=== block 1 ===
==> block_1/placement_by_type.png <==
Bar = 100 µm.
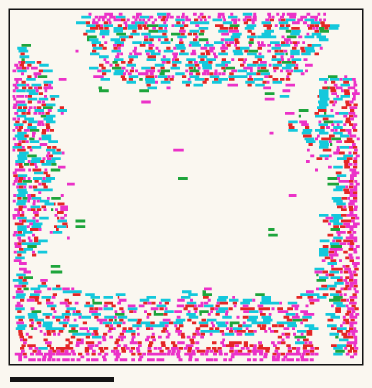
==> block_1/metal_density.png <==
Bar = 100 µm. The die is cut into 34 by 34 equal tiles; dark purple is low, yellow is high, scaled to the fullest tile. Values are wire area over tile area, all layers added.
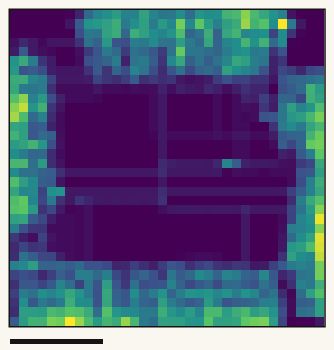
==> block_1/congestion.png <==
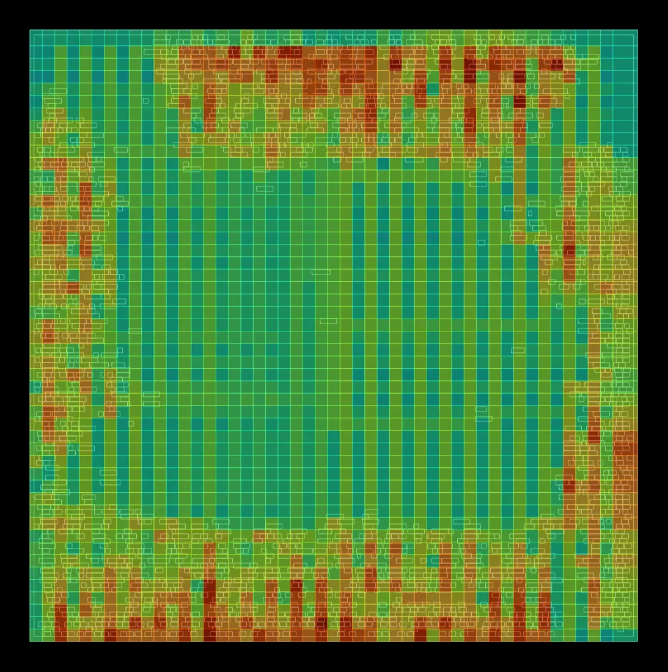
===== src/rtl/mem_port_arbiter.sv =====
// Two-port (I/D) to single memory port arbiter: one request in flight, IDLE/WAIT/RESP FSM.
// Optional macro ARB_ROUND_ROBIN_EN selects alternating tie-break instead of fixed D-over-I.
module mem_port_arbiter #(
  parameter int BW_ADDRESS = 32,
  parameter int BW_BLOCK   = 128
) (
  input  logic                  clk,
  input  logic                  rst_n,
  input  logic                  i_I_valid,
  input  logic                  i_I_r0w1,
  input  logic [BW_ADDRESS-1:0] i_I_rwaddr,
  input  logic [BW_BLOCK-1:0]   i_I_wdata,
  output logic                  o_I_ready,
  output logic [BW_BLOCK-1:0]   o_I_rdata,
  input  logic                  i_D_valid,
  input  logic                  i_D_r0w1,
  input  logic [BW_ADDRESS-1:0] i_D_rwaddr,
  input  logic [BW_BLOCK-1:0]   i_D_wdata,
  output logic                  o_D_ready,
  output logic [BW_BLOCK-1:0]   o_D_rdata,
  output logic                  o_mem_valid,
  output logic                  o_mem_r0w1,
  output logic [BW_ADDRESS-1:0] o_mem_rwaddr,
  output logic [BW_BLOCK-1:0]   o_mem_wdata,
  input  logic                  i_mem_ready,
  input  logic [BW_BLOCK-1:0]   i_mem_rdata
);

  typedef enum logic [1:0] {S_IDLE, S_WAIT, S_RESP} state_t;

  state_t                r_state, w_state_next;
  logic                  r_grant_d, w_grant_d_next;
  logic                  r_req_r0w1, w_req_r0w1_next;
  logic [BW_ADDRESS-1:0] r_req_addr, w_req_addr_next;
  logic [BW_BLOCK-1:0]   r_req_wdata, w_req_wdata_next;
  logic                  r_mem_valid, w_mem_valid_next;
  logic                  r_I_ready, w_I_ready_next;
  logic                  r_D_ready, w_D_ready_next;
  logic [BW_BLOCK-1:0]   r_I_rdata, w_I_rdata_next;
  logic [BW_BLOCK-1:0]   r_D_rdata, w_D_rdata_next;
  logic                  w_pick_d;

`ifdef ARB_ROUND_ROBIN_EN
  // r_last_d = 0 means I was granted last, so the first tie after reset goes to D.
  logic r_last_d;

  assign w_pick_d = i_D_valid && (!i_I_valid || !r_last_d);

  always_ff @(posedge clk or negedge rst_n) begin
    if (!rst_n) begin
      r_last_d <= 1'b0;
    end else if (r_state == S_IDLE && (i_I_valid || i_D_valid)) begin
      r_last_d <= w_pick_d;
    end
  end
`else
  assign w_pick_d = i_D_valid;
`endif

  always_ff @(posedge clk or negedge rst_n) begin
    if (!rst_n) begin
      r_state <= S_IDLE;
    end else begin
      r_state <= w_state_next;
    end
  end

  always_comb begin
    w_state_next     = r_state;
    w_grant_d_next   = r_grant_d;
    w_req_r0w1_next  = r_req_r0w1;
    w_req_addr_next  = r_req_addr;
    w_req_wdata_next = r_req_wdata;
    w_mem_valid_next = 1'b0;
    w_I_ready_next   = 1'b0;
    w_D_ready_next   = 1'b0;
    w_I_rdata_next   = r_I_rdata;
    w_D_rdata_next   = r_D_rdata;
    case (r_state)
      S_IDLE: begin
        if (i_I_valid || i_D_valid) begin
          w_state_next     = S_WAIT;
          w_grant_d_next   = w_pick_d;
          w_req_r0w1_next  = w_pick_d ? i_D_r0w1   : i_I_r0w1;
          w_req_addr_next  = w_pick_d ? i_D_rwaddr : i_I_rwaddr;
          w_req_wdata_next = w_pick_d ? i_D_wdata  : i_I_wdata;
          w_mem_valid_next = 1'b1;
        end
      end
      S_WAIT: begin
        w_mem_valid_next = 1'b1;
        if (i_mem_ready) begin
          // Response goes straight into the winner's output register; valid drops with it.
          w_state_next     = S_RESP;
          w_mem_valid_next = 1'b0;
          if (r_grant_d) begin
            w_D_ready_next = 1'b1;
            w_D_rdata_next = i_mem_rdata;
          end else begin
            w_I_ready_next = 1'b1;
            w_I_rdata_next = i_mem_rdata;
          end
        end
      end
      S_RESP: begin
        w_state_next = S_IDLE;
      end
      default: begin
        w_state_next = S_IDLE;
      end
    endcase
  end

  always_ff @(posedge clk or negedge rst_n) begin
    if (!rst_n) begin
      r_grant_d   <= 1'b0;
      r_req_r0w1  <= 1'b0;
      r_req_addr  <= '0;
      r_req_wdata <= '0;
      r_mem_valid <= 1'b0;
      r_I_ready   <= 1'b0;
      r_D_ready   <= 1'b0;
      r_I_rdata   <= '0;
      r_D_rdata   <= '0;
    end else begin
      r_grant_d   <= w_grant_d_next;
      r_req_r0w1  <= w_req_r0w1_next;
      r_req_addr  <= w_req_addr_next;
      r_req_wdata <= w_req_wdata_next;
      r_mem_valid <= w_mem_valid_next;
      r_I_ready   <= w_I_ready_next;
      r_D_ready   <= w_D_ready_next;
      r_I_rdata   <= w_I_rdata_next;
      r_D_rdata   <= w_D_rdata_next;
    end
  end

  assign o_mem_valid  = r_mem_valid;
  assign o_mem_r0w1   = r_req_r0w1;
  assign o_mem_rwaddr = r_req_addr;
  assign o_mem_wdata  = r_req_wdata;
  assign o_I_ready    = r_I_ready;
  assign o_I_rdata    = r_I_rdata;
  assign o_D_ready    = r_D_ready;
  assign o_D_rdata    = r_D_rdata;

endmodule

===== config.mk =====
export PLATFORM = sky130hd
export DESIGN_NAME = mem_port_arbiter
export DESIGN_NICKNAME = d
export VERILOG_FILES = /design/src/rtl/mem_port_arbiter.sv
export SDC_FILE = /design/constraint.sdc
export NUM_CORES = 1
export LEC_CHECK = 0
export CORE_AREA = 2 2 336 338
export DETAILED_ROUTE_END_ITERATION = 12
export DIE_AREA = 0 0 338 340
export PLACE_DENSITY = 0.5
export SYNTH_ARGS = -nofsm -noshare
export SYNTH_HDL_FRONTEND = slang
export SYNTH_SLANG_ARGS = --single-unit
export TNS_END_PERCENT = 50

===== constraint.sdc =====
create_clock -name clk -period 1.77 [get_ports clk]
set_clock_uncertainty 0.2 [all_clocks]
set_input_delay 0.2655 -clock clk [delete_from_list [all_inputs] [get_ports clk]]
set_output_delay 0.2655 -clock clk [all_outputs]
set_load 0.05 [all_outputs]

==> flow_metrics.py <==
# Physical implementation metrics
metrics = {
    "worst_setup_path": {
        "cp-endpoint": "o_I_rdata[24]",
    },
    "die": {
        "chipArea_mm2": 0.1149,
        "dieWidth_um": 338,
        "fp_util": 0.1605,
    },
    "route": {
        "avgViaCountPerCell": 3.589,
        "drt_iter0_markers": 345,
    },
    "power": {
        "p_clk_mw": 11.1,
        "clockPowerShare": 0.161,
        "p_sw_frac": 0.4700,
    },
    "global_routing": {
        "antenna_found_initial": 12,
        "first_global_vias": 14490,
        "top_usage_layer": "met2",
        "grt_util_met2": 0.2123,
    },
    "sta": {
        "setup_slack_ps": -145.6,
        "final-setup-viol-count": 387,
        "fin_crit_ps": 1916,
    },
    "run_status": {
        "violations": "negative setup slack",
        "status": "complete, but fails checks",
    },
    "synth": {
        "syn_area_mm2": 0.01791,
        "synthAoiAreaFrac": 0.001747,
    },
    "finish": {
        "final_cells": 3580,
    },
    "place": {
        "port_buffers": 874,
    },
}
Notes on block_1/placement_by_type.png above:
[green] clock drivers and dummy loads | cells: 94 | share of their area: 6.2%
[red] combinational and other logic | cells: 590 | share of their area: 24%
[cyan] sequential cells | cells: 423 | share of their area: 37%
[magenta] remaining buffers and delay cells | cells: 963 | share of their area: 33%
flop share of the area: 0.3466
row cnt: 123
core area: 0.1116 mm²
post-route cell area: 0.03054 mm²

Notes on block_1/metal_density.png above:
mean over tiles: 0.10
nearly empty tiles: 26%
fullest tile: 0.44
tiles over half the peak: 16%

Notes on block_1/congestion.png above:
DR WL/cell: 19.80 µm
GR Util met1: 0.1202


=== block 2 ===
==> block_2/io_fan.png <==
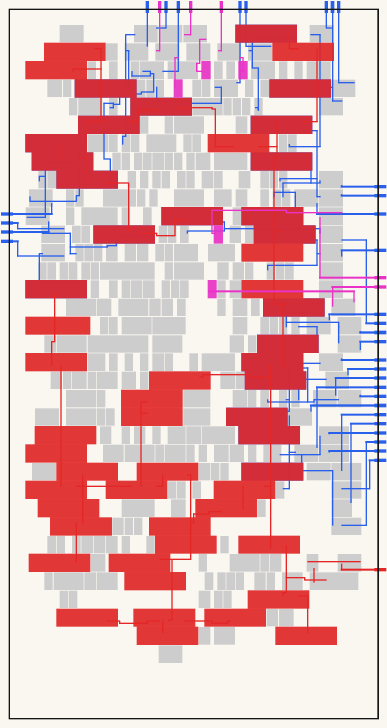
===== src/rtl/reg_fill_ctrl.sv =====
// Write-side front end for the 32x32 register file: debounces two push-buttons and
// issues single-cycle manual writes or a 32-register automatic fill.

module reg_fill_debounce #(
  parameter int DEBOUNCE_CYCLES = 16
) (
  input  logic clk_i,
  input  logic rst_ni,
  input  logic btn_i,
  output logic evt_o
);
  localparam int CNT_W = $clog2(DEBOUNCE_CYCLES + 1);
  localparam logic [CNT_W-1:0] CNT_MAX = CNT_W'(DEBOUNCE_CYCLES - 1);

  logic [1:0]       sync_q;
  logic [CNT_W-1:0] cnt_q, cnt_d;
  logic             level_q, level_d;
  logic             level_dly_q;

  // Count consecutive cycles the synchronized value disagrees with the accepted level.
  always_comb begin
    cnt_d   = cnt_q;
    level_d = level_q;
    if (sync_q[1] != level_q) begin
      if (cnt_q == CNT_MAX) begin
        level_d = sync_q[1];
        cnt_d   = '0;
      end else begin
        cnt_d = cnt_q + CNT_W'(1);
      end
    end else begin
      cnt_d = '0;
    end
  end

  // Synchronizer, debounce state and edge-detect delay.
  always_ff @(posedge clk_i or negedge rst_ni) begin
    if (!rst_ni) begin
      sync_q      <= 2'b00;
      cnt_q       <= '0;
      level_q     <= 1'b0;
      level_dly_q <= 1'b0;
    end else begin
      sync_q      <= {sync_q[0], btn_i};
      cnt_q       <= cnt_d;
      level_q     <= level_d;
      level_dly_q <= level_q;
    end
  end

  assign evt_o = level_q & ~level_dly_q;
endmodule

module reg_fill_ctrl #(
  parameter int          DEBOUNCE_CYCLES = 16,
  parameter logic [31:0] SEED            = 32'h0000_000F
) (
  input  logic        CLK,
  input  logic        Reset,
  input  logic        Start_Btn,
  input  logic        Wr_Btn,
  input  logic [4:0]  Sw_Addr,
  input  logic [1:0]  choose,
  output logic [4:0]  W_Addr,
  output logic [31:0] W_Data,
  output logic        Write_Reg,
  output logic        Busy,
  output logic        Done
);
  typedef enum logic [1:0] {IDLE = 2'd0, FILL = 2'd1, FINISH = 2'd2} state_t;

  state_t      state_q, state_d;
  logic [4:0]  addr_q, addr_d;
  logic [4:0]  w_addr_q, w_addr_d;
  logic [31:0] w_data_q, w_data_d;
  logic        write_q, write_d;
  logic        busy_q, busy_d;
  logic        done_q, done_d;
  logic        start_evt, wr_evt;

  function automatic logic [31:0] const_data(input logic [1:0] sel);
    case (sel)
      2'b00:   const_data = 32'h0000_000F;
      2'b01:   const_data = 32'h0000_0DB0;
      2'b10:   const_data = 32'h003C_C381;
      2'b11:   const_data = 32'hFFFF_FFFF;
      default: const_data = 32'h0000_0000;
    endcase
  endfunction

  function automatic logic [31:0] fill_data(input logic [4:0] a);
    fill_data = SEED + ({27'd0, a} * 32'h0101_0101);
  endfunction

  reg_fill_debounce #(.DEBOUNCE_CYCLES(DEBOUNCE_CYCLES)) u_start_db (
    .clk_i(CLK), .rst_ni(Reset), .btn_i(Start_Btn), .evt_o(start_evt)
  );

  reg_fill_debounce #(.DEBOUNCE_CYCLES(DEBOUNCE_CYCLES)) u_wr_db (
    .clk_i(CLK), .rst_ni(Reset), .btn_i(Wr_Btn), .evt_o(wr_evt)
  );

  // The start event issues the a=0 write directly so both write kinds share one latency.
  always_comb begin
    state_d  = state_q;
    addr_d   = addr_q;
    w_addr_d = w_addr_q;
    w_data_d = w_data_q;
    write_d  = 1'b0;
    busy_d   = 1'b0;
    done_d   = done_q;
    case (state_q)
      IDLE: begin
        if (start_evt) begin
          write_d  = 1'b1;
          busy_d   = 1'b1;
          w_addr_d = 5'd0;
          w_data_d = fill_data(5'd0);
          addr_d   = 5'd1;
          done_d   = 1'b0;
          state_d  = FILL;
        end else if (wr_evt) begin
          write_d  = 1'b1;
          w_addr_d = Sw_Addr;
          w_data_d = const_data(choose);
          done_d   = 1'b0;
        end else begin
          state_d = IDLE;
        end
      end
      FILL: begin
        write_d  = 1'b1;
        busy_d   = 1'b1;
        w_addr_d = addr_q;
        w_data_d = fill_data(addr_q);
        addr_d   = addr_q + 5'd1;
        if (addr_q == 5'd31) begin
          state_d = FINISH;
        end else begin
          state_d = FILL;
        end
      end
      FINISH: begin
        done_d  = 1'b1;
        state_d = IDLE;
      end
      default: begin
        state_d = IDLE;
      end
    endcase
  end

  // State and registered write-port outputs.
  always_ff @(posedge CLK or negedge Reset) begin
    if (!Reset) begin
      state_q  <= IDLE;
      addr_q   <= 5'd0;
      w_addr_q <= 5'd0;
      w_data_q <= 32'd0;
      write_q  <= 1'b0;
      busy_q   <= 1'b0;
      done_q   <= 1'b0;
    end else begin
      state_q  <= state_d;
      addr_q   <= addr_d;
      w_addr_q <= w_addr_d;
      w_data_q <= w_data_d;
      write_q  <= write_d;
      busy_q   <= busy_d;
      done_q   <= done_d;
    end
  end

  assign W_Addr    = w_addr_q;
  assign W_Data    = w_data_q;
  assign Write_Reg = write_q;
  assign Busy      = busy_q;
  assign Done      = done_q;
endmodule

===== config.mk =====
export PLATFORM = sky130hd
export DESIGN_NAME = reg_fill_ctrl
export DESIGN_NICKNAME = d
export VERILOG_FILES = /design/src/rtl/reg_fill_ctrl.sv
export SDC_FILE = /design/constraint.sdc
export NUM_CORES = 1
export LEC_CHECK = 0
export ABC_AREA = 1
export CAP_MARGIN = 20
export CORE_ASPECT_RATIO = 2
export CORE_MARGIN = 2
export CORE_UTILIZATION = 52
export CTS_CLUSTER_DIAMETER = 40
export DETAILED_ROUTE_END_ITERATION = 6
export PLACE_DENSITY = 0.8
export SYNTH_ARGS = -nofsm -noshare
export SYNTH_HDL_FRONTEND = slang
export SYNTH_SLANG_ARGS = --single-unit
export TNS_END_PERCENT = 1

===== constraint.sdc =====
create_clock -name CLK -period 2.1 [get_ports CLK]
set_clock_uncertainty 0.2 [all_clocks]
set_input_delay 0.42 -clock CLK [delete_from_list [all_inputs] [get_ports CLK]]
set_output_delay 0.42 -clock CLK [all_outputs]
set_load 0.03 [all_outputs]

==> flow_metrics.py <==
# Physical implementation metrics
metrics = {
    "run_status": {
        "status": "finished, final reports clean",
    },
    "power": {
        "internal-power_mw": 2.035,
    },
    "die": {
        "ios": 51,
        "tap_cells": 58,
        "rows": 37,
    },
    "finish": {
        "nClkBuffers": 6,
        "drive_gt1_frac": 0.1089,
        "flops": 55,
        "nonClkBufAreaFrac": 0.1669,
    },
    "synth": {
        "syn_area_per_cell_um2": 8.874,
        "synth_top_cell_by_count": "nand2_1",
        "ys.flop_type": "dfrtp_1",
        "postSynthCellCount": 302,
        "top_cell_area_share": 0.5135,
    },
    "worst_setup_path": {
        "r2r_slack_ps": 80,
        "crit_start": "addr_q[2]",
    },
    "global_routing": {
        "first_global_vias": 2008,
        "grt_max_degree": 56,
        "antenna_found_initial": 0,
    },
    "place": {
        "dp_slack_ps": -28.49,
    },
    "min_path": {
        "hold_path_depth": 0,
    },
    "sta": {
        "worst_hold_slack_ps": 160.8,
    },
}
Notes on block_2/io_fan.png above:
[blue] W_Data | direction: output | edge: 20 right, 8 top, 4 left | end cells: 22 | buffers: 32 | wire: 632 µm
[magenta] Sw_Addr | direction: input | edge: 3 top, 2 right | end cells: 5 | buffers: 5 | wire: 104 µm
[red] Reset | direction: input | edge: right | end cells: 55 | buffers: 3 | wire: 329 µm


Power and IR drop assume default switching activity.
